# if_fetch_unit

### Placement by cell class, if_fetch_unit

Scale: 2 px per um.
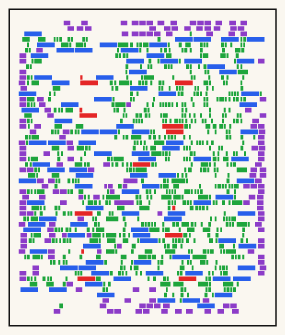

[src/rtl/if_fetch_unit.sv]
// rtl/if_fetch_unit.sv - instruction-fetch stage owning the PC; optional FETCH_PERF_CNT_EN adds perf counters
module if_fetch_unit #(
    parameter int ADDR_BITS = 32,
    parameter int DATA_BITS = 32,
    parameter logic [ADDR_BITS-1:0] RESET_PC = '0
) (
    input  logic                 clk,
    input  logic                 rst,
    input  logic                 stall,
    input  logic                 redirect,
    input  logic [ADDR_BITS-1:0] redirect_pc,
    output logic                 imem_req,
    output logic [ADDR_BITS-1:0] imem_addr,
    input  logic                 imem_ready,
    input  logic [DATA_BITS-1:0] imem_rdata,
    output logic [ADDR_BITS-1:0] if_pc,
    output logic [DATA_BITS-1:0] if_instr,
    output logic                 if_valid
`ifdef FETCH_PERF_CNT_EN
    ,
    output logic [31:0]          perf_fetched,
    output logic [31:0]          perf_stall
`endif
);

    typedef enum logic [1:0] {
        BOOT  = 2'd0,
        FETCH = 2'd1,
        HOLD  = 2'd2,
        DRAIN = 2'd3
    } state_t;

    state_t               state;
    logic [ADDR_BITS-1:0] pc;
    logic [DATA_BITS-1:0] hold_instr;
    logic [ADDR_BITS-1:0] pend_pc;

    // Redirect targets are always word aligned.
    logic [ADDR_BITS-1:0] target_pc;
    logic [ADDR_BITS-1:0] pc_next_seq;
    assign target_pc   = {redirect_pc[ADDR_BITS-1:2], 2'b00};
    assign pc_next_seq = pc + ADDR_BITS'(4);

    // Outputs are decoded from state; FETCH passes memory data straight through.
    always_comb begin
        imem_req  = 1'b0;
        imem_addr = pc;
        if_pc     = pc;
        if_instr  = '0;
        if_valid  = 1'b0;
        case (state)
            FETCH: begin
                imem_req = 1'b1;
                if_instr = imem_rdata;
                if_valid = imem_ready & ~redirect;
            end
            HOLD: begin
                if_instr = hold_instr;
                if_valid = ~redirect;
            end
            DRAIN: begin
                imem_req = 1'b1;
            end
            default: ;
        endcase
    end

    // Fetch state machine: PC advance, stall holding and redirect draining.
    always_ff @(posedge clk or posedge rst) begin
        if (rst) begin
            state      <= BOOT;
            pc         <= RESET_PC;
            hold_instr <= '0;
            pend_pc    <= '0;
        end else begin
            case (state)
                BOOT: begin
                    if (redirect)
                        pc <= target_pc;
                    state <= FETCH;
                end
                FETCH: begin
                    if (imem_ready) begin
                        if (redirect) begin
                            pc <= target_pc;
                        end else if (!stall) begin
                            pc <= pc_next_seq;
                        end else begin
                            hold_instr <= imem_rdata;
                            state      <= HOLD;
                        end
                    end else if (redirect) begin
                        // The outstanding request must complete before the new target is fetched.
                        pend_pc <= target_pc;
                        state   <= DRAIN;
                    end
                end
                HOLD: begin
                    if (redirect) begin
                        pc    <= target_pc;
                        state <= FETCH;
                    end else if (!stall) begin
                        pc    <= pc_next_seq;
                        state <= FETCH;
                    end
                end
                DRAIN: begin
                    if (imem_ready) begin
                        pc    <= redirect ? target_pc : pend_pc;
                        state <= FETCH;
                    end else if (redirect) begin
                        pend_pc <= target_pc;
                    end
                end
                default: state <= BOOT;
            endcase
        end
    end

`ifdef FETCH_PERF_CNT_EN
    logic stall_cycle;
    assign stall_cycle = ((state == HOLD) & stall) |
                         (((state == FETCH) | (state == DRAIN)) & imem_req & ~imem_ready);

    // Accepted-instruction and stall-cycle counters, free-running and wrapping.
    always_ff @(posedge clk or posedge rst) begin
        if (rst) begin
            perf_fetched <= '0;
            perf_stall   <= '0;
        end else begin
            if (if_valid & ~stall & ~redirect)
                perf_fetched <= perf_fetched + 32'd1;
            if (stall_cycle)
                perf_stall <= perf_stall + 32'd1;
        end
    end
`endif

endmodule

[config.mk]
export PLATFORM = sky130hd
export DESIGN_NAME = if_fetch_unit
export DESIGN_NICKNAME = d
export VERILOG_FILES = /design/src/rtl/if_fetch_unit.sv
export SDC_FILE = /design/constraint.sdc
export NUM_CORES = 1
export LEC_CHECK = 0
export ABC_AREA = 1
export ABC_CLOCK_PERIOD_IN_PS = 4500
export CAP_MARGIN = 20
export CELL_PAD_IN_SITES_DETAIL_PLACEMENT = 0
export CELL_PAD_IN_SITES_GLOBAL_PLACEMENT = 1
export CORE_ASPECT_RATIO = 1.2
export CORE_MARGIN = 4
export CORE_UTILIZATION = 35
export CTS_CLUSTER_DIAMETER = 120
export DETAILED_ROUTE_END_ITERATION = 10
export PLACE_DENSITY_LB_ADDON = 0.25
export SLEW_MARGIN = 20
export SYNTH_ARGS = -nofsm -noshare
export SYNTH_HDL_FRONTEND = slang
export SYNTH_SLANG_ARGS = --single-unit
[constraint.sdc]
create_clock -name clk -period 4.5 [get_ports clk]
set_input_delay 1.125 -clock clk [delete_from_list [all_inputs] [get_ports clk]]
set_output_delay 1.125 -clock clk [all_outputs]
set_load 0.02 [all_outputs]
# uart_word_rx

[config.mk]
export PLATFORM = sky130hd
export DESIGN_NAME = uart_word_rx
export DESIGN_NICKNAME = d
export VERILOG_FILES = /design/src/rtl/uart_pkg.sv /design/src/rtl/uart_rx_byte.sv /design/src/rtl/uart_word_rx.sv
export SDC_FILE = /design/constraint.sdc
export NUM_CORES = 1
export LEC_CHECK = 0
export CAP_MARGIN = 0
export CORE_ASPECT_RATIO = 2
export CORE_MARGIN = 8
export CORE_UTILIZATION = 30
export CTS_BUF_LIST = sky130_fd_sc_hd__clkbuf_8
export DETAILED_ROUTE_END_ITERATION = 16
export GPL_ROUTABILITY_DRIVEN = 1
export GPL_TIMING_DRIVEN = 0
export HOLD_SLACK_MARGIN = 0.1
export PLACE_DENSITY = 0.47
export SYNTH_ARGS = -nofsm -noshare
export SYNTH_HDL_FRONTEND = slang
export SYNTH_SLANG_ARGS = --single-unit
[constraint.sdc]
create_clock -name M_CLK_OSC -period 6.15 [get_ports M_CLK_OSC]
set_clock_uncertainty 0.1 [all_clocks]
set_input_delay 1.5375 -clock M_CLK_OSC [delete_from_list [all_inputs] [get_ports M_CLK_OSC]]
set_output_delay 1.5375 -clock M_CLK_OSC [all_outputs]
set_load 0.05 [all_outputs]
[src/rtl/uart_pkg.sv]
// Shared definitions for the UART word receiver: parity modes, byte FSM states, bit-timing helper.
package uart_pkg;

    localparam int unsigned PAR_NONE = 0;
    localparam int unsigned PAR_EVEN = 1;
    localparam int unsigned PAR_ODD  = 2;

    typedef enum logic [2:0] {
        ST_IDLE   = 3'd0,
        ST_START  = 3'd1,
        ST_DATA   = 3'd2,
        ST_PARITY = 3'd3,
        ST_STOP   = 3'd4
    } rx_state_e;

    function automatic int unsigned clks_per_bit(input int unsigned clk_hz, input int unsigned baud);
        return clk_hz / baud;
    endfunction

endpackage

[src/rtl/uart_rx_byte.sv]
// Serial byte receiver: input synchroniser, start/data/parity/stop FSM and per-byte status strobes.
module uart_rx_byte
    import uart_pkg::*;
#(
    parameter int unsigned CLKS_PER_BIT = 69,
    parameter int unsigned PARITY       = PAR_NONE
) (
    input  logic       clk,
    input  logic       rst_n,
    input  logic       rx,
    output logic [7:0] byte_data,
    output logic       idle_c,
    output logic       start_c,
    output logic       byte_ok_c,
    output logic       frame_err_c,
    output logic       parity_err_c
);

    localparam int unsigned CNT_W    = $clog2(CLKS_PER_BIT) + 1;
    localparam int unsigned HALF_BIT = CLKS_PER_BIT / 2;
    localparam logic        PAR_ON   = (PARITY == PAR_EVEN) || (PARITY == PAR_ODD);
    localparam logic        PAR_ODDM = (PARITY == PAR_ODD);

    logic             rx_meta;
    logic             rx_sync;
    logic             rx_prev;
    rx_state_e        state;
    rx_state_e        state_d;
    logic [CNT_W-1:0] clk_cnt;
    logic [CNT_W-1:0] clk_cnt_d;
    logic [2:0]       bit_cnt;
    logic [2:0]       bit_cnt_d;
    logic [7:0]       shift_q;
    logic [7:0]       shift_d;
    logic             par_q;
    logic             par_d;
    logic             par_bad_c;

    // Two-flop synchroniser plus one history flop for falling-edge detection
    always_ff @(posedge clk or negedge rst_n) begin
        if (!rst_n) begin
            rx_meta <= 1'b1;
            rx_sync <= 1'b1;
            rx_prev <= 1'b1;
        end else begin
            rx_meta <= rx;
            rx_sync <= rx_meta;
            rx_prev <= rx_sync;
        end
    end

    always_ff @(posedge clk or negedge rst_n) begin
        if (!rst_n) begin
            state   <= ST_IDLE;
            clk_cnt <= '0;
            bit_cnt <= '0;
            shift_q <= '0;
            par_q   <= 1'b0;
        end else begin
            state   <= state_d;
            clk_cnt <= clk_cnt_d;
            bit_cnt <= bit_cnt_d;
            shift_q <= shift_d;
            par_q   <= par_d;
        end
    end

    assign par_bad_c = (^{shift_q, par_q}) != PAR_ODDM;
    assign byte_data = shift_q;
    assign idle_c    = (state == ST_IDLE);

    always_comb begin
        state_d      = state;
        clk_cnt_d    = clk_cnt + CNT_W'(1);
        bit_cnt_d    = bit_cnt;
        shift_d      = shift_q;
        par_d        = par_q;
        start_c      = 1'b0;
        byte_ok_c    = 1'b0;
        frame_err_c  = 1'b0;
        parity_err_c = 1'b0;
        unique case (state)
            ST_IDLE: begin
                clk_cnt_d = '0;
                if (rx_prev && !rx_sync) begin
                    state_d = ST_START;
                    start_c = 1'b1;
                end
            end
            ST_START: begin
                // Half-bit recheck rejects glitches shorter than half a bit
                if (clk_cnt == CNT_W'(HALF_BIT - 1)) begin
                    clk_cnt_d = '0;
                    bit_cnt_d = '0;
                    state_d   = rx_sync ? ST_IDLE : ST_DATA;
                end
            end
            ST_DATA: begin
                if (clk_cnt == CNT_W'(CLKS_PER_BIT - 1)) begin
                    clk_cnt_d = '0;
                    shift_d   = {rx_sync, shift_q[7:1]};
                    bit_cnt_d = bit_cnt + 3'd1;
                    if (bit_cnt == 3'd7) begin
                        state_d = PAR_ON ? ST_PARITY : ST_STOP;
                    end
                end
            end
            ST_PARITY: begin
                if (clk_cnt == CNT_W'(CLKS_PER_BIT - 1)) begin
                    clk_cnt_d = '0;
                    par_d     = rx_sync;
                    state_d   = ST_STOP;
                end
            end
            ST_STOP: begin
                // Framing error outranks parity error so a bad byte yields one pulse
                if (clk_cnt == CNT_W'(CLKS_PER_BIT - 1)) begin
                    clk_cnt_d = '0;
                    state_d   = ST_IDLE;
                    if (!rx_sync) begin
                        frame_err_c = 1'b1;
                    end else if (PAR_ON && par_bad_c) begin
                        parity_err_c = 1'b1;
                    end else begin
                        byte_ok_c = 1'b1;
                    end
                end
            end
            default: begin
                state_d = ST_IDLE;
            end
        endcase
    end

endmodule

[src/rtl/uart_word_rx.sv]
// UART word receiver: packs little-endian serial bytes into DATA_W-bit words behind a valid/ready port.
module uart_word_rx
    import uart_pkg::*;
#(
    parameter int unsigned CLK_HZ       = 4_000_000,
    parameter int unsigned BAUD         = 57_600,
    parameter int unsigned DATA_W       = 17,
    parameter int unsigned PARITY       = PAR_NONE,
    parameter int unsigned TIMEOUT_BITS = 40
) (
    input  logic              M_CLK_OSC,
    input  logic              M_RESET_B,
    input  logic              rx,
    output logic [DATA_W-1:0] word_data,
    output logic              word_valid,
    input  logic              word_ready,
    output logic              frame_err,
    output logic              parity_err,
    output logic              timeout_err,
    output logic              overrun_err
);

    localparam int unsigned CPB      = clks_per_bit(CLK_HZ, BAUD);
    localparam int unsigned NBYTES   = (DATA_W + 7) / 8;
    localparam int unsigned IDX_W    = $clog2(NBYTES) + 1;
    localparam int unsigned TO_LIMIT = TIMEOUT_BITS * CPB;
    localparam int unsigned TO_W     = $clog2(TO_LIMIT) + 1;

    logic [7:0]        byte_data;
    logic              idle_c;
    logic              start_c;
    logic              byte_ok_c;
    logic              frame_err_c;
    logic              parity_err_c;
    logic [IDX_W-1:0]  byte_idx;
    logic [DATA_W-1:0] asm_q;
    logic [DATA_W-1:0] word_next_c;
    logic [TO_W-1:0]   to_cnt;
    logic              last_byte_c;
    logic              word_done_c;
    logic              accept_c;
    logic              to_hit_c;

    uart_rx_byte #(
        .CLKS_PER_BIT (CPB),
        .PARITY       (PARITY)
    ) u_rx_byte (
        .clk          (M_CLK_OSC),
        .rst_n        (M_RESET_B),
        .rx           (rx),
        .byte_data    (byte_data),
        .idle_c       (idle_c),
        .start_c      (start_c),
        .byte_ok_c    (byte_ok_c),
        .frame_err_c  (frame_err_c),
        .parity_err_c (parity_err_c)
    );

    // Drop the incoming byte into its lane; bits past DATA_W-1 never exist
    for (genvar j = 0; j < DATA_W; j++) begin : g_merge
        assign word_next_c[j] = (byte_idx == IDX_W'(j / 8)) ? byte_data[j % 8] : asm_q[j];
    end

    assign last_byte_c = (byte_idx == IDX_W'(NBYTES - 1));
    assign word_done_c = byte_ok_c && last_byte_c;
    assign accept_c    = !word_valid || word_ready;
    assign to_hit_c    = idle_c && (byte_idx != '0) && (to_cnt == TO_W'(TO_LIMIT - 1));

    // Byte index and partial-word assembly; any bad byte or timeout restarts the word
    always_ff @(posedge M_CLK_OSC or negedge M_RESET_B) begin
        if (!M_RESET_B) begin
            byte_idx <= '0;
            asm_q    <= '0;
        end else if (frame_err_c || parity_err_c || to_hit_c) begin
            byte_idx <= '0;
        end else if (byte_ok_c) begin
            if (last_byte_c) begin
                byte_idx <= '0;
            end else begin
                byte_idx <= byte_idx + IDX_W'(1);
                asm_q    <= word_next_c;
            end
        end
    end

    // Inter-byte idle timer, only meaningful with a partial word pending
    always_ff @(posedge M_CLK_OSC or negedge M_RESET_B) begin
        if (!M_RESET_B) begin
            to_cnt <= '0;
        end else if (start_c || (byte_idx == '0) || to_hit_c) begin
            to_cnt <= '0;
        end else if (idle_c) begin
            to_cnt <= to_cnt + TO_W'(1);
        end
    end

    always_ff @(posedge M_CLK_OSC or negedge M_RESET_B) begin
        if (!M_RESET_B) begin
            word_data   <= '0;
            word_valid  <= 1'b0;
            frame_err   <= 1'b0;
            parity_err  <= 1'b0;
            timeout_err <= 1'b0;
            overrun_err <= 1'b0;
        end else begin
            frame_err   <= frame_err_c;
            parity_err  <= parity_err_c;
            timeout_err <= to_hit_c;
            overrun_err <= word_done_c && !accept_c;
            if (word_valid && word_ready) begin
                word_valid <= 1'b0;
            end
            if (word_done_c && accept_c) begin
                word_valid <= 1'b1;
                word_data  <= word_next_c;
            end
        end
    end

endmodule
# serial_frame_tx

File: src/rtl/serial_frame_tx.sv
// serial_frame_tx
//   Bit-serial frame transmitter. Takes a parallel word over a valid/ready
//   handshake and emits, one bit per clock on a registered output:
//   PREAMBLE_LEN ones, the DATA_W payload bits LSB-first, then one guard 0.
//
//   Build option: define SERIAL_FRAME_TX_PARITY_EN to insert a one-cycle
//   even-parity bit (XOR of the payload) between the data and the guard bit.
//
// Ports:
//   clk       in   rising-edge clock
//   rst_n     in   asynchronous active-low reset
//   in_valid  in   producer has a word on in_data
//   in_ready  out  word can be accepted this cycle (IDLE or GUARD)
//   in_data   in   [DATA_W-1:0] payload, sampled only on acceptance
//   out       out  serial bit stream (registered)
//   busy      out  frame in progress (state other than IDLE)
//   done      out  one-cycle pulse while the guard bit is on out
module serial_frame_tx #(
    parameter int DATA_W       = 8,
    parameter int PREAMBLE_LEN = 2
) (
    input  logic              clk,
    input  logic              rst_n,
    input  logic              in_valid,
    output logic              in_ready,
    input  logic [DATA_W-1:0] in_data,
    output logic              out,
    output logic              busy,
    output logic              done
);

    localparam int MAX_LEN = (DATA_W > PREAMBLE_LEN) ? DATA_W : PREAMBLE_LEN;
    localparam int CNT_W   = $clog2(MAX_LEN + 1);

    typedef enum logic [2:0] {
        IDLE  = 3'd0,
        PRE   = 3'd1,
        DATA  = 3'd2,
`ifdef SERIAL_FRAME_TX_PARITY_EN
        PAR   = 3'd4,
`endif
        GUARD = 3'd3
    } state_t;

    state_t              state_q, state_d;
    logic [CNT_W-1:0]    cnt_q, cnt_d;
    logic [DATA_W-1:0]   shreg_q, shreg_d;
    logic                out_q, out_d;
    logic                done_q, done_d;
    logic                accept;
`ifdef SERIAL_FRAME_TX_PARITY_EN
    logic                par_q, par_d;
`endif

    assign in_ready = (state_q == IDLE) || (state_q == GUARD);
    assign accept   = in_valid && in_ready;
    assign busy     = (state_q != IDLE);
    assign out      = out_q;
    assign done     = done_q;

    always_comb begin
        state_d = state_q;
        cnt_d   = cnt_q + CNT_W'(1);
        shreg_d = shreg_q;
`ifdef SERIAL_FRAME_TX_PARITY_EN
        par_d   = par_q;
`endif
        case (state_q)
            IDLE: begin
                cnt_d = '0;
                if (accept) begin
                    state_d = PRE;
                    shreg_d = in_data;
`ifdef SERIAL_FRAME_TX_PARITY_EN
                    par_d   = ^in_data;
`endif
                end
            end
            PRE: begin
                if (cnt_q == CNT_W'(PREAMBLE_LEN - 1)) begin
                    state_d = DATA;
                    cnt_d   = '0;
                end
            end
            DATA: begin
                if (cnt_q == CNT_W'(DATA_W - 1)) begin
`ifdef SERIAL_FRAME_TX_PARITY_EN
                    state_d = PAR;
`else
                    state_d = GUARD;
`endif
                    cnt_d   = '0;
                end else begin
                    shreg_d = shreg_q >> 1;
                end
            end
`ifdef SERIAL_FRAME_TX_PARITY_EN
            PAR: begin
                state_d = GUARD;
                cnt_d   = '0;
            end
`endif
            GUARD: begin
                cnt_d = '0;
                if (accept) begin
                    state_d = PRE;
                    shreg_d = in_data;
`ifdef SERIAL_FRAME_TX_PARITY_EN
                    par_d   = ^in_data;
`endif
                end else begin
                    state_d = IDLE;
                end
            end
            default: begin
                state_d = IDLE;
                cnt_d   = '0;
            end
        endcase

        // out and done are registered versions of the value belonging to the
        // state being entered, so they line up with state_q on the next cycle.
        // Entering DATA leaves shreg unshifted, so shreg_d[0] is always the
        // bit for the upcoming data cycle.
        case (state_d)
            PRE:     out_d = 1'b1;
            DATA:    out_d = shreg_d[0];
`ifdef SERIAL_FRAME_TX_PARITY_EN
            PAR:     out_d = par_q;
`endif
            default: out_d = 1'b0;
        endcase
        done_d = (state_d == GUARD);
    end

    always_ff @(posedge clk or negedge rst_n) begin
        if (!rst_n) begin
            state_q <= IDLE;
            cnt_q   <= '0;
            shreg_q <= '0;
            out_q   <= 1'b0;
            done_q  <= 1'b0;
`ifdef SERIAL_FRAME_TX_PARITY_EN
            par_q   <= 1'b0;
`endif
        end else begin
            state_q <= state_d;
            cnt_q   <= cnt_d;
            shreg_q <= shreg_d;
            out_q   <= out_d;
            done_q  <= done_d;
`ifdef SERIAL_FRAME_TX_PARITY_EN
            par_q   <= par_d;
`endif
        end
    end

endmodule

File: config.mk
export PLATFORM = sky130hd
export DESIGN_NAME = serial_frame_tx
export DESIGN_NICKNAME = d
export VERILOG_FILES = /design/src/rtl/serial_frame_tx.sv
export SDC_FILE = /design/constraint.sdc
export NUM_CORES = 1
export LEC_CHECK = 0
export CAP_MARGIN = 30
export CORE_MARGIN = 5
export CORE_UTILIZATION = 45
export DETAILED_ROUTE_END_ITERATION = 12
export HOLD_SLACK_MARGIN = 0.02
export PLACE_DENSITY = 0.75
export SLEW_MARGIN = 20
export SYNTH_ARGS = -nofsm -noshare
export SYNTH_HDL_FRONTEND = slang
export SYNTH_SLANG_ARGS = --single-unit
File: constraint.sdc
create_clock -name clk -period 2.35 [get_ports clk]
set_input_delay 0.5875 -clock clk [delete_from_list [all_inputs] [get_ports clk]]
set_output_delay 0.5875 -clock clk [all_outputs]
set_load 0.03 [all_outputs]
### Clock network drawn from the DEF, serial_frame_tx

Scale: 10 px per um.
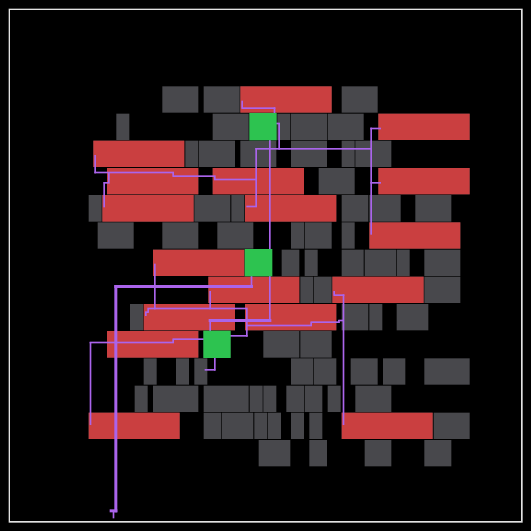
[cells driving clock nets] green | count: 3
[flip-flops] red | count: 17
[clock wires] purple | length: 201 um
routed clock nets: 4

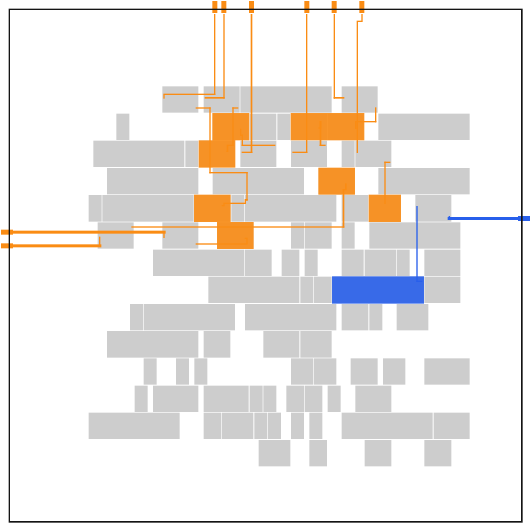
*Port wiring, serial_frame_tx*
Scale: 10 px per um.
[out] blue | bits: 1 | direction: output | edge: right | end cells: 1 | buffers: 1 | wire: 14.9 um
[in_data] orange | bits: 8 | direction: input | edge: 6 top, 2 left | end cells: 8 | buffers: 8 | wire: 173 um
I/O pin count: 15
port bufs: 14

==> tab_implementation.tex, serial_frame_tx <==
% Yosys + OpenROAD metrics
\begin{tabular}{lr}
\hline
Metric & Value \\
\hline
\multicolumn{2}{l}{\textbf{Outcome}} \\
\quad Status & finished, final reports clean \\
\multicolumn{2}{l}{\textbf{Clocking}} \\
\quad Deepest level of the CTS H-tree & 1 \\
\quad Root buffer selected by CTS & clkbuf\_4 \\
\multicolumn{2}{l}{\textbf{Pwr}} \\
\quad Total power density per cell area & 678 nW/um\^{}2 \\
\multicolumn{2}{l}{\textbf{Timing}} \\
\quad Unrepaired setup endpoints after global routing & false \\
\multicolumn{2}{l}{\textbf{Route}} \\
\quad Uppermost layer routed & met4 \\
\quad Routed metal-1 wirelength & about 640 um \\
\quad Wire length per cell after detailed routing & 13.7 um \\
\quad Drc violations & 0 \\
\multicolumn{2}{l}{\textbf{Final layout}} \\
\quad Non-Filler Instances & 106 \\
\quad Commonest cells after routing, fill and taps aside & dfrtp\_1, clkdlybuf4s50\_1, inv\_1 \\
\multicolumn{2}{l}{\textbf{Synth}} \\
\quad Biggest area consumer among synthesized cells & dfrtp\_1 \\
\quad Async S/R FF share, synth & 100\% \\
\quad Post-Synthesis Cells & 71 \\
\multicolumn{2}{l}{\textbf{Global route}} \\
\quad Global-route met3 utilization & 3.49\% \\
\quad Most utilized layer in the global route result & met2 \\
\hline
\end{tabular}
-- serial_frame_tx: worst paths after layout --
check,start,end,slack (ps),depth (start not counted)
hold / removal,shreg_q[0]$_DFF_PN0_,shreg_q[0]$_DFF_PN0_,500,2
hold reg to reg,shreg_q[0]$_DFF_PN0_,shreg_q[0]$_DFF_PN0_,500,2
min in group asynchronous,rst_n,cnt_q[2]$_DFF_PN0_,620,2
setup / recovery,state_q[1]$_DFF_PN0_,in_ready,180,3
setup reg to reg,cnt_q[0]$_DFF_PN0_,shreg_q[2]$_DFFE_PN0P_,600,9
max in group asynchronous,rst_n,shreg_q[3]$_DFFE_PN0P_,1550,2
-- serial_frame_tx: registers in the layout, summed over array words and instances, names as in the netlist --
register and flops:
shreg_q 8, state_q 3, cnt_q 4, done 1, out 1
-- serial_frame_tx: final cells by class --
type	instances	area, um^2
clock buffer	4	26.3
fill	128	601
inverter	10	37.5
multi-input combinational	43	293
sequential	17	425
tap	16	20.0
timing repair buffer	16	156
-- serial_frame_tx: through the flow --
step                area [um^2]  util (%)
finish                      958      61.5
floorplan                   761         -
detailed placement          931      59.7
CTS                         956      61.3
global route                958      61.5
global placement            931      59.7
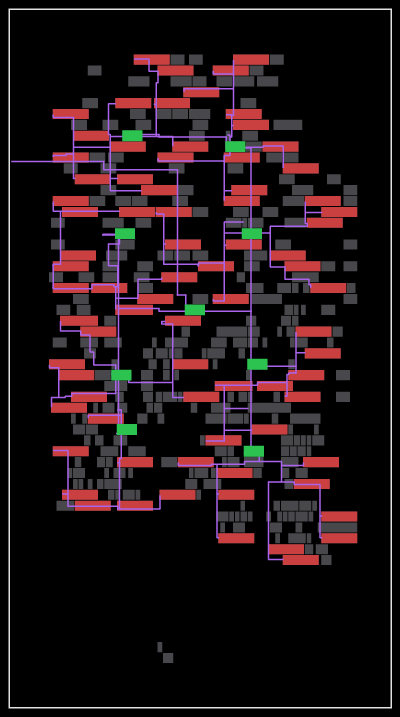
*Clock network drawn from the DEF, uart_word_rx*
Scale: 4 px per um.
[clock wires] purple | length: 1100 um
[cells driving clock nets] green | count: 9
[flip-flops] red | count: 78
routed clock nets: 10
Clk Latency, worst-skew pair: 350 ps
Clock net power: 0.000393 W
power share of the clock group: 37.5%

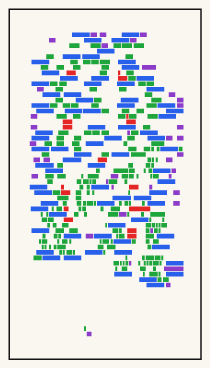
*Placement by cell class, uart_word_rx*
Scale: 2 px per um.
[all other logic] green | cells: 201 | share of their area: 40%
[flip-flops] blue | cells: 78 | share of their area: 46%
[clock drivers and dummy loads] red | cells: 16 | share of their area: 4.8%
[other buffers and delay cells] purple | cells: 38 | share of their area: 8.7%

==> tab_implementation.tex, uart_word_rx <==
% Yosys + OpenROAD metrics
\begin{tabular}{lr}
\hline
Metric & Value \\
\hline
\multicolumn{2}{l}{\textbf{Clocking}} \\
\quad Clk sink count & 78 \\
\quad Resize count post-CTS & 0 \\
\quad CTS tree & built \\
\multicolumn{2}{l}{\textbf{Die}} \\
\quad Number of rows created at floorplan & 58 \\
\multicolumn{2}{l}{\textbf{Final layout}} \\
\quad Share of post-route cells with drive strength above 1 & 30.9\% \\
\quad Non-clock buffer count in the final layout & 38 \\
\quad Design Area, Final & 4410 um\^{}2 \\
\quad NonClk Buf Share & roughly 8.3\% \\
\quad Fill count & 1202 \\
\quad Dominant class by area & flip-flops and latches \\
\quad Area of all sequential standard cells & 1960 um\^{}2 \\
\quad Non-Filler Instances & 483 \\
\multicolumn{2}{l}{\textbf{Synth}} \\
\quad Average instance area after synthesis & 12.9 um\^{}2 \\
\quad Post-synthesis net count & 302 \\
\multicolumn{2}{l}{\textbf{Worst setup path}} \\
\quad Startpoint of the worst setup timing path & word\_data[11]\$\_DFFE\_PN0P\_ \\
\quad Critical path destination & word\_data[11] \\
\quad Startpoint class of the critical path & register \\
\quad Combined buffer and inverter count along the critical path & 1 \\
\quad Data arrival time at the worst-slack endpoint & approximately 1500 ps \\
\multicolumn{2}{l}{\textbf{Route}} \\
\quad Detailed route wirelength on metal2 & 3360 um \\
\quad Via-per-instance ratio & 4.70 \\
\quad Detailed-router iteration count before antenna repair & 5 \\
\multicolumn{2}{l}{\textbf{Outcome}} \\
\quad Status & finished, final reports clean \\
\multicolumn{2}{l}{\textbf{Timing}} \\
\quad Post-route fraction of the period consumed by the critical path & 51.5\% \\
\quad Tightest hold margin & 264 ps \\
\multicolumn{2}{l}{\textbf{Placement}} \\
\quad Placed cell count & between 400 and 500 \\
\hline
\end{tabular}
## uart_word_rx: power groups by stage
stage | combinational (W) | clock, W | sequential, W
finish | 0.0000972 | 0.000393 | 0.000559
CTS | 0.0000993 | 0.000409 | 0.000559
detailed placement | 0.0000985 | 0 | 0.000569
global route | 0.000114 | 0.000429 | 0.000562
global placement | 0.0000944 | 0 | 0.000567
floorplan | 0.0000688 | 0 | 0.000562
## uart_word_rx: layer usage
| metal | global-route usage (%) | vias to the layer above |
|---|---|---|
| li1 | - | 1102 |
| met1 | 12.2 | 1119 |
| met2 | 13.7 | 37 |
| met3 | 2.46 | 13 |
| met4 | 5.31 | 0 |
| met5 | 0 | - |
## uart_word_rx: placed cells by master (no fill, tap or decap), types with 7 or more instances in the layout
cell / count
clkbuf_8: 11
mux2_2: 48
nand3_1: 11
inv_1: 9
mux2_4: 10
nor2_1: 27
nor3_1: 7
xnor2_1: 12
nand2_1: 10
clkdlybuf4s50_1: 23
dfrtp_1: 75
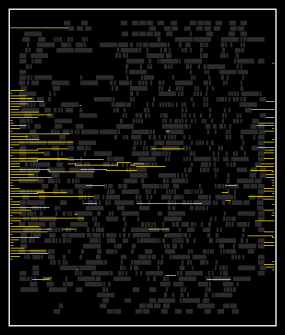
*Met3 routing, if_fetch_unit*
Scale: 2 px per um. Cells faint in the background.
main direction: horizontal
nets with wire on the layer: 116
wire length on this layer: 1160 um
longest straight run: 41.2 um

About 'Placement by cell class' of if_fetch_unit:
[flip-flops] blue | cells: 98 | share of their area: 30%
[clock drivers and dummy loads] red | cells: 14 | share of their area: 3.4%
[other buffers and delay cells] purple | cells: 176 | share of their area: 22%
[all other logic] green | cells: 698 | share of their area: 45%
share of the core filled with cells in the final layout: 46.0%
Design Area, Final: 8390 um^2
share of the final layout cell area in sequential cells: 29.2%
number of rows created at floorplan: 54

==> tab_implementation.tex, if_fetch_unit <==
% Yosys + OpenROAD metrics
\begin{tabular}{lr}
\hline
Metric & Value \\
\hline
\multicolumn{2}{l}{\textbf{Global route}} \\
\quad Global-route met3 utilization & 4.64\% \\
\multicolumn{2}{l}{\textbf{Timing}} \\
\quad Final hold viol count & 0 \\
\quad Slew Limit Headroom & $\sim$29\% \\
\multicolumn{2}{l}{\textbf{Synth}} \\
\quad Chip area from the yosys synthesis statistics & 6520 um\^{}2 \\
\quad Biggest area consumer among synthesized cells & dfrtp\_1 \\
\quad Number of distinct library cells after synthesis & 35 \\
\quad Post-synthesis net count & roughly 950 \\
\multicolumn{2}{l}{\textbf{Flow run}} \\
\quad Reported max-cap violation count & 0 \\
\multicolumn{2}{l}{\textbf{Final layout}} \\
\quad Share of post-route cells with drive strength above 1 & a little under a tenth \\
\quad Multi-input gate count & 626 \\
\quad Clock network share of area & roughly 3.3\% \\
\multicolumn{2}{l}{\textbf{Hold path}} \\
\quad Cell depth of the worst hold path & 2 \\
\quad End of the worst hold path & hold\_instr[25]\$\_DFFE\_PP0P\_ \\
\multicolumn{2}{l}{\textbf{Clocking}} \\
\quad Number of buffers between clock root and the deepest sink & 2 \\
\quad Clk sink count & between 90 and 100 \\
\multicolumn{2}{l}{\textbf{Worst setup path}} \\
\quad Startpoint class of the critical path & input port \\
\quad Cell family contributing the most delay on the critical path & buffers and inverters \\
\multicolumn{2}{l}{\textbf{Outcome}} \\
\quad Status & finished, final reports clean \\
\multicolumn{2}{l}{\textbf{Placement}} \\
\quad Post-place setup slack & 863 ps \\
\hline
\end{tabular}
[if_fetch_unit: logic make-up after synthesis]
logic type | after synthesis | synth area share (%)
muxes | 26 | 4.49
AOI/OAI and AO/OA | 170 | 17.4
adders and majority gates | 6 | 1.15
buffers and inverters | 148 | 11.1
DFF | 98 | 37.6
xor gates and xnor gates | 7 | 1.06
and+or+nand+nor | 417 | 27.2
[if_fetch_unit: layout by cell type (no fill, tap or decap), types with 2 or more instances in the layout]
cell / netlist / final
clkinv_2: 0 / 3
xor2_1: 6 / 6
a21oi_1: 56 / 56
mux2_2: 5 / 5
o21ai_0: 71 / 71
dfrtp_1: 98 / 98
nand3b_1: 4 / 4
ha_1: 6 / 5
nor2_2: 10 / 10
nor2_8: 3 / 3
inv_1: 62 / 61
mux2_1: 21 / 21
buf_4: 39 / 10
a221oi_1: 8 / 8
nor2_4: 4 / 5
nand3_1: 25 / 25
nor2_1: 53 / 52
clkinv_1: 4 / 4
clkbuf_16: 0 / 9
clkdlybuf4s50_1: 0 / 163
o21a_1: 3 / 3
nand2_1: 305 / 305
nand2_4: 2 / 2
nand2_2: 6 / 6
a22oi_1: 7 / 7
inv_2: 6 / 6
a221oi_2: 22 / 22
and2_1: 2 / 2

## Gallery

Clock wiring as the flow saved it.
shot_01.png
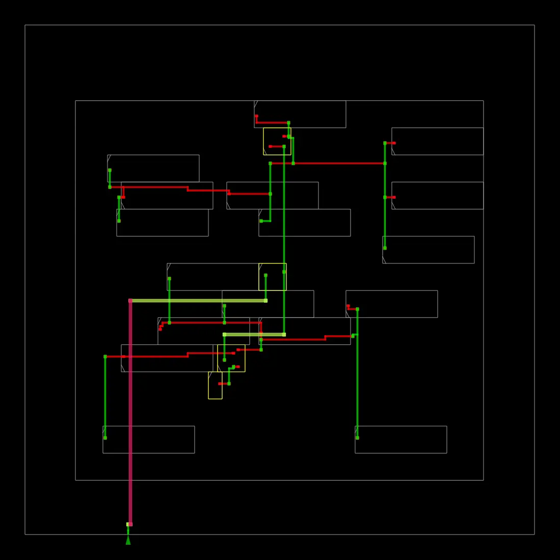
shot_02.png
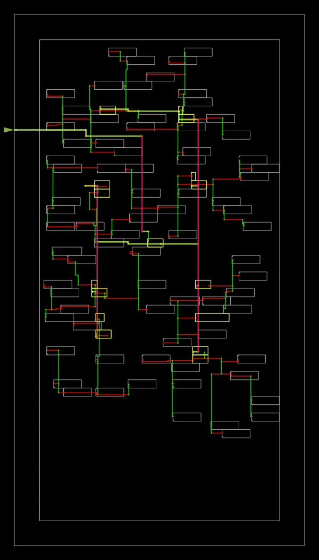
shot_03.png
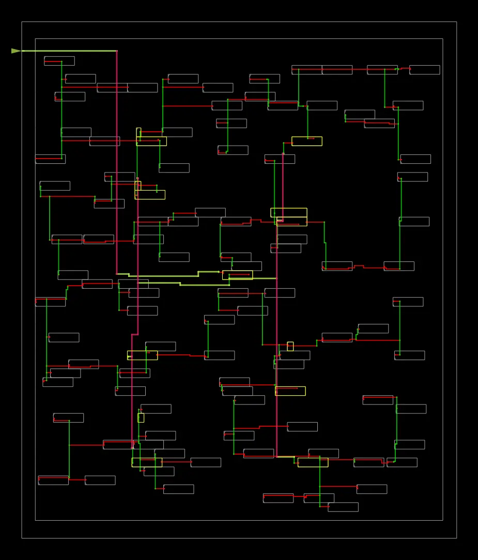
if_fetch_unit -> shot_03.png
uart_word_rx -> shot_02.png
serial_frame_tx -> shot_01.png
- fewest sequential cells: shot_01.png
- fewest clock buffers: shot_01.png


# vna_switch_sequencer_flat

### Clock network drawn from the DEF, vna_switch_sequencer_flat

Scale: 4 px per um.
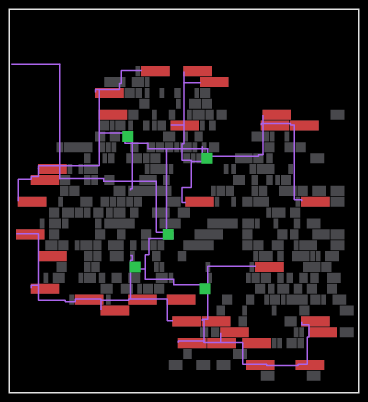
### Port wiring, vna_switch_sequencer_flat

Scale: 4 px per um.
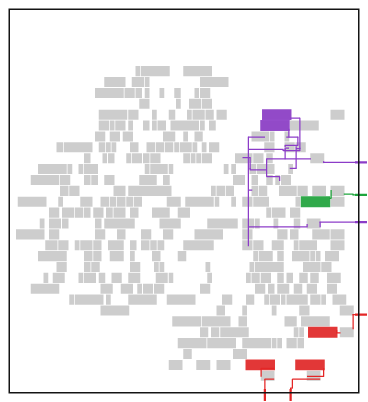
File: src/rtl/vna_switch_sequencer_if.sv
// Host-side command and status bus of the VNA switch sequencer.
// cmd_valid is a one-cycle strobe with no ready: the sequencer consumes every strobe, acting on it or answering with cmd_err.
interface vna_switch_sequencer_if #(
  parameter int CH_W = 2
) ();
  logic            cmd_valid;
  logic [1:0]      cmd_op;
  logic [CH_W-1:0] cmd_ch;
  logic [CH_W-1:0] cur_ch;
  logic            busy;
  logic            sweep_done;
  logic            timeout_err;
  logic            cmd_err;

  modport master (
    output cmd_valid, cmd_op, cmd_ch,
    input  cur_ch, busy, sweep_done, timeout_err, cmd_err
  );

  modport slave (
    input  cmd_valid, cmd_op, cmd_ch,
    output cur_ch, busy, sweep_done, timeout_err, cmd_err
  );
endinterface

File: src/rtl/vna_switch_sequencer.sv
// Active-low one-hot RF switch sequencer: settle, delayed VNA trigger pulse, then wait for
// the VNA ready edge, per channel. Manual select, single sweep and continuous sweep.
module vna_switch_sequencer #(
  parameter int NUM_CH      = 3,
  parameter int CH_W        = 2,
  parameter int SETTLE_CYC  = 8,
  parameter int TRIG_DLY    = 5,
  parameter int TRIG_LEN    = 25,
  parameter int RDY_TIMEOUT = 65535,
  parameter int CNT_W       = 16
) (
  input  logic                Clk,
  input  logic                Rst,
  input  logic                VNA_RDY,
  vna_switch_sequencer_if.slave host,
  output logic                VNA_TRIG,
  output logic [NUM_CH-1:0]   sw_n,
  output logic [1:0]          dbg_state_o
);

  typedef enum logic [1:0] {
    ST_IDLE     = 2'd0,
    ST_SETTLE   = 2'd1,
    ST_TRIG     = 2'd2,
    ST_WAIT_RDY = 2'd3
  } state_e;

  localparam logic [1:0] OP_SELECT     = 2'd0;
  localparam logic [1:0] OP_SWEEP_ONCE = 2'd1;
  localparam logic [1:0] OP_SWEEP_LOOP = 2'd2;
  localparam logic [1:0] OP_STOP       = 2'd3;

  localparam logic [CNT_W-1:0] SETTLE_LAST = CNT_W'(SETTLE_CYC - 1);
  localparam logic [CNT_W-1:0] TRIG_ON     = CNT_W'(TRIG_DLY);
  localparam logic [CNT_W-1:0] TRIG_LAST   = CNT_W'(TRIG_DLY + TRIG_LEN - 1);
  localparam logic [CNT_W-1:0] RDY_LAST    = CNT_W'(RDY_TIMEOUT - 1);
  localparam logic [CH_W-1:0]  CH_LAST     = CH_W'(NUM_CH - 1);

  state_e              state_q, state_d;
  logic [CH_W-1:0]     sel_q, sel_d;
  logic [CNT_W-1:0]    cnt_q, cnt_d, cnt_inc;
  logic                loop_q, loop_d;
  logic                trig_q, trig_d;
  logic                busy_q;
  logic                done_q, done_d;
  logic                to_q, to_d;
  logic                err_q, err_d;
  logic [NUM_CH-1:0]   sw_n_q, sw_n_d;
  logic                sync1_q, sync2_q, hist_q;
  logic                rdy_edge;

  assign rdy_edge = sync2_q & ~hist_q;
  assign cnt_inc  = (cnt_q == '1) ? cnt_q : cnt_q + CNT_W'(1);

  always_comb begin
    state_d = state_q;
    sel_d   = sel_q;
    cnt_d   = cnt_inc;
    loop_d  = loop_q;
    trig_d  = 1'b0;
    done_d  = 1'b0;
    to_d    = 1'b0;
    err_d   = 1'b0;

    unique case (state_q)
      ST_IDLE: begin
        cnt_d = '0;
        if (host.cmd_valid) begin
          case (host.cmd_op)
            OP_SELECT: begin
              if (host.cmd_ch <= CH_LAST) sel_d = host.cmd_ch;
              else                        err_d = 1'b1;
            end
            OP_SWEEP_ONCE, OP_SWEEP_LOOP: begin
              sel_d   = '0;
              loop_d  = (host.cmd_op == OP_SWEEP_LOOP);
              state_d = ST_SETTLE;
            end
            default: ;
          endcase
        end
      end
      ST_SETTLE: begin
        if (cnt_q >= SETTLE_LAST) begin
          state_d = ST_TRIG;
          cnt_d   = '0;
          trig_d  = (TRIG_ON == '0);
        end
      end
      ST_TRIG: begin
        if (cnt_q >= TRIG_LAST) begin
          state_d = ST_WAIT_RDY;
          cnt_d   = '0;
        end else begin
          trig_d = (cnt_inc >= TRIG_ON);
        end
      end
      ST_WAIT_RDY: begin
        // Any command in this cycle takes priority; the edge or timeout is simply lost.
        if (!host.cmd_valid) begin
          if (rdy_edge) begin
            cnt_d = '0;
            if (sel_q != CH_LAST) begin
              sel_d   = sel_q + CH_W'(1);
              state_d = ST_SETTLE;
            end else if (loop_q) begin
              sel_d   = '0;
              state_d = ST_SETTLE;
            end else begin
              done_d  = 1'b1;
              state_d = ST_IDLE;
            end
          end else if (cnt_q >= RDY_LAST) begin
            to_d    = 1'b1;
            cnt_d   = '0;
            state_d = ST_IDLE;
          end
        end
      end
    endcase

    // While busy only STOP is honoured; other commands are refused but phase timing runs on.
    if (state_q != ST_IDLE && host.cmd_valid) begin
      if (host.cmd_op == OP_STOP) begin
        state_d = ST_IDLE;
        sel_d   = sel_q;
        cnt_d   = '0;
        trig_d  = 1'b0;
        done_d  = 1'b0;
        to_d    = 1'b0;
      end else begin
        err_d = 1'b1;
      end
    end

    for (int i = 0; i < NUM_CH; i++) begin
      sw_n_d[i] = (sel_d != CH_W'(i));
    end
  end

  always_ff @(posedge Clk) begin
    if (Rst) begin
      state_q <= ST_IDLE;
      sel_q   <= '0;
      cnt_q   <= '0;
      loop_q  <= 1'b0;
      trig_q  <= 1'b0;
      busy_q  <= 1'b0;
      done_q  <= 1'b0;
      to_q    <= 1'b0;
      err_q   <= 1'b0;
      sw_n_q  <= {{(NUM_CH-1){1'b1}}, 1'b0};
      sync1_q <= 1'b0;
      sync2_q <= 1'b0;
      hist_q  <= 1'b0;
    end else begin
      state_q <= state_d;
      sel_q   <= sel_d;
      cnt_q   <= cnt_d;
      loop_q  <= loop_d;
      trig_q  <= trig_d;
      busy_q  <= (state_d != ST_IDLE);
      done_q  <= done_d;
      to_q    <= to_d;
      err_q   <= err_d;
      sw_n_q  <= sw_n_d;
      sync1_q <= VNA_RDY;
      sync2_q <= sync1_q;
      hist_q  <= sync2_q;
    end
  end

  assign VNA_TRIG         = trig_q;
  assign sw_n             = sw_n_q;
  assign dbg_state_o      = state_q;
  assign host.cur_ch      = sel_q;
  assign host.busy        = busy_q;
  assign host.sweep_done  = done_q;
  assign host.timeout_err = to_q;
  assign host.cmd_err     = err_q;

endmodule
File: src/flat_wrapper.sv
// flat-port wrapper written by rule: the top's interface ports become plain ports
module vna_switch_sequencer_flat 
#(
  parameter int NUM_CH      = 3,
  parameter int CH_W        = 2,
  parameter int SETTLE_CYC  = 8,
  parameter int TRIG_DLY    = 5,
  parameter int TRIG_LEN    = 25,
  parameter int RDY_TIMEOUT = 65535,
  parameter int CNT_W       = 16
)
  (Clk, Rst, VNA_RDY, VNA_TRIG, sw_n, dbg_state_o, host_cmd_valid, host_cmd_op, host_cmd_ch, host_cur_ch, host_busy, host_sweep_done, host_timeout_err, host_cmd_err);
  vna_switch_sequencer_if #(.CH_W(CH_W)) host_i ();
  input  logic Clk;
  input  logic Rst;
  input  logic VNA_RDY;
  output logic VNA_TRIG;
  output logic [NUM_CH-1:0] sw_n;
  output logic [1:0] dbg_state_o;
  input wire logic [$bits(host_i.cmd_valid)-1:0] host_cmd_valid;
  input wire logic [$bits(host_i.cmd_op)-1:0] host_cmd_op;
  input wire logic [$bits(host_i.cmd_ch)-1:0] host_cmd_ch;
  output wire logic [$bits(host_i.cur_ch)-1:0] host_cur_ch;
  output wire logic [$bits(host_i.busy)-1:0] host_busy;
  output wire logic [$bits(host_i.sweep_done)-1:0] host_sweep_done;
  output wire logic [$bits(host_i.timeout_err)-1:0] host_timeout_err;
  output wire logic [$bits(host_i.cmd_err)-1:0] host_cmd_err;
  assign host_i.cmd_valid = host_cmd_valid;
  assign host_i.cmd_op = host_cmd_op;
  assign host_i.cmd_ch = host_cmd_ch;
  assign host_cur_ch = host_i.cur_ch;
  assign host_busy = host_i.busy;
  assign host_sweep_done = host_i.sweep_done;
  assign host_timeout_err = host_i.timeout_err;
  assign host_cmd_err = host_i.cmd_err;
  vna_switch_sequencer #(.NUM_CH(NUM_CH), .CH_W(CH_W), .SETTLE_CYC(SETTLE_CYC), .TRIG_DLY(TRIG_DLY), .TRIG_LEN(TRIG_LEN), .RDY_TIMEOUT(RDY_TIMEOUT), .CNT_W(CNT_W)) u_core (.Clk(Clk), .Rst(Rst), .VNA_RDY(VNA_RDY), .host(host_i), .VNA_TRIG(VNA_TRIG), .sw_n(sw_n), .dbg_state_o(dbg_state_o));
endmodule
File: config.mk
export PLATFORM = sky130hd
export DESIGN_NAME = vna_switch_sequencer_flat
export DESIGN_NICKNAME = d
export VERILOG_FILES = /design/src/rtl/vna_switch_sequencer_if.sv /design/src/rtl/vna_switch_sequencer.sv /design/src/flat_wrapper.sv
export SDC_FILE = /design/constraint.sdc
export NUM_CORES = 1
export LEC_CHECK = 0
export CAP_MARGIN = 30
export CORE_ASPECT_RATIO = 1.1
export CORE_UTILIZATION = 25
export CTS_BUF_LIST = sky130_fd_sc_hd__clkbuf_4
export DETAILED_ROUTE_END_ITERATION = 8
export GPL_TIMING_DRIVEN = 1
export PLACE_DENSITY = 0.49
export SYNTH_ARGS = -nofsm -noshare
export SYNTH_HDL_FRONTEND = slang
export SYNTH_SLANG_ARGS = --single-unit
File: constraint.sdc
create_clock -name Clk -period 2.2 [get_ports Clk]
set_input_delay 0.33 -clock Clk [delete_from_list [all_inputs] [get_ports Clk]]
set_output_delay 0.33 -clock Clk [all_outputs]
set_load 0.02 [all_outputs]
==> tab_implementation.tex <==
% Yosys + OpenROAD metrics
\begin{tabular}{lr}
\hline
Metric & Value \\
\hline
\multicolumn{2}{l}{\textbf{Timing}} \\
\quad Setup\_tns & 0 ps \\
\multicolumn{2}{l}{\textbf{Worst setup path}} \\
\quad Reg-to-reg endpoint & u\_core.VNA\_TRIG\$\_SDFF\_PP0\_ \\
\multicolumn{2}{l}{\textbf{Die}} \\
\quad Initial core utilization & 26.2\% \\
\quad Chip area & 8310 um\^{}2 \\
\multicolumn{2}{l}{\textbf{Outcome}} \\
\quad Status & finished, final reports clean \\
\multicolumn{2}{l}{\textbf{Global route}} \\
\quad Total global-route track usage & 13.5\% \\
\multicolumn{2}{l}{\textbf{Pwr}} \\
\quad Peak VDD IR & around 0.22 mV \\
\quad Comb pwr share & between 20 and 30\% \\
\quad Switching portion of total power & 31.0\% \\
\quad Seq pwr share & 41.5\% \\
\quad Power dissipated in combinational cells & 0.000430 W \\
\multicolumn{2}{l}{\textbf{Clocking}} \\
\quad Clk sink count & 32 \\
\quad CTS Buf Count & 5 \\
\multicolumn{2}{l}{\textbf{Route}} \\
\quad Detailed-router iteration count before antenna repair & 4 \\
\quad Total wire length & 5050 um \\
\multicolumn{2}{l}{\textbf{Synth}} \\
\quad Most frequently used flop master after synthesis & dfxtp\_1 \\
\quad Largest type area fraction & 32.2\% \\
\quad Area fraction in compound gates & 18.5\% \\
\hline
\end{tabular}
Notes on 'Clock network drawn from the DEF' of vna_switch_sequencer_flat above:
[cells driving clock nets] green | count: 5
[clock wires] purple | length: 528 um
[flip-flops] red | count: 32
routed clock nets: 6
flops lie: all over the die

Notes on 'Port wiring' of vna_switch_sequencer_flat above:
[dbg_state_o] purple | bits: 2 | direction: output | edge: right | end cells: 2 | buffers: 4 | wire: 141 um
[host_cmd_err] green | bits: 1 | direction: output | edge: right | end cells: 1 | buffers: 1 | wire: 5.80 um
[sw_n] red | bits: 3 | direction: output | edge: 2 bottom, 1 right | end cells: 3 | buffers: 3 | wire: 32.9 um

[final cells by class]
class                   count  area, um^2  area share, %
well taps                 105         131           5.03
clock inverters             3        37.5           1.44
flip-flops and latches     32         641           24.5
clock buffers               5        37.5           1.44
inverters                  12        45.0           1.72
repair buffers             54         465           17.8
multi-input cells         188        1260           48.1
[state kept, by name (all words and copies together), names as in the netlist]
name / count
u_core.VNA_TRIG: 1
u_core.cnt_q: 16
u_core.dbg_state_o: 2
u_core.hist_q: 1
u_core.host.busy: 1
u_core.host.cmd_err: 1
u_core.host.cur_ch: 2
u_core.host.sweep_done: 1
u_core.host.timeout_err: 1
u_core.loop_q: 1
u_core.sw_n: 3
u_core.sync1_q: 1
u_core.sync2_q: 1
[metrics by stage]
| step | setup WS (ps) | instances |
|---|---|---|
| final | 148 | 399 |
| after global routing | 42.7 | 399 |
| after CTS | 84.3 | 399 |
| after detailed placement | -229 | 391 |
| after global placement | -205 | 391 |
| after floorplan | 167 | 244 |
[worst max-delay path, stage by stage]
cell and delay [ps]:
clkdlybuf4s50_1 450, inv_1 100, ha_1 190, nand2_1 60, or4_1 480, a2111oi_2 410
a21oi_2 80, nor2_1 120, nand2_1 60


==> notes/layouts.md <==
Pictures saved along the way, in no particular order.

Met3 routing.
(a)
Scale: 3 px per um. Cells faint in the background.
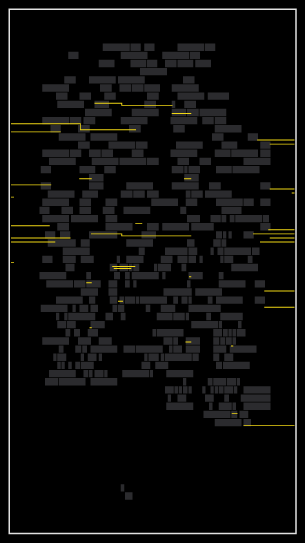
(b)
Scale: 8 px per um. Cells faint in the background.
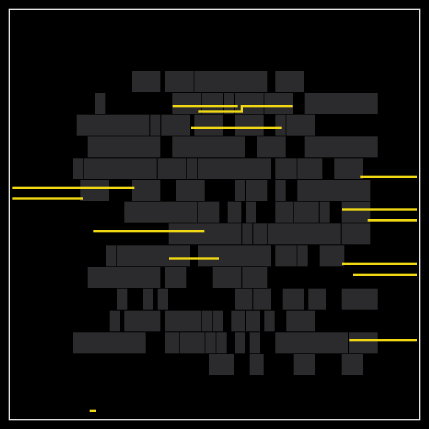
(c)
Scale: 4 px per um. Cells faint in the background.
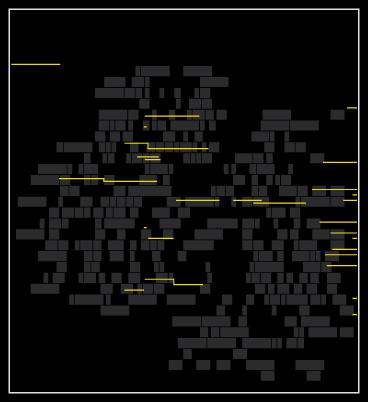
(b) -> serial_frame_tx
(a) -> uart_word_rx
(c) -> vna_switch_sequencer_flat
The one with the largest die is (a).
The one with the smallest die is (b).

Key to (b):
nets with wire on the layer: 13
longest straight run: 14.9 um

Power and IR drop assume default switching activity.
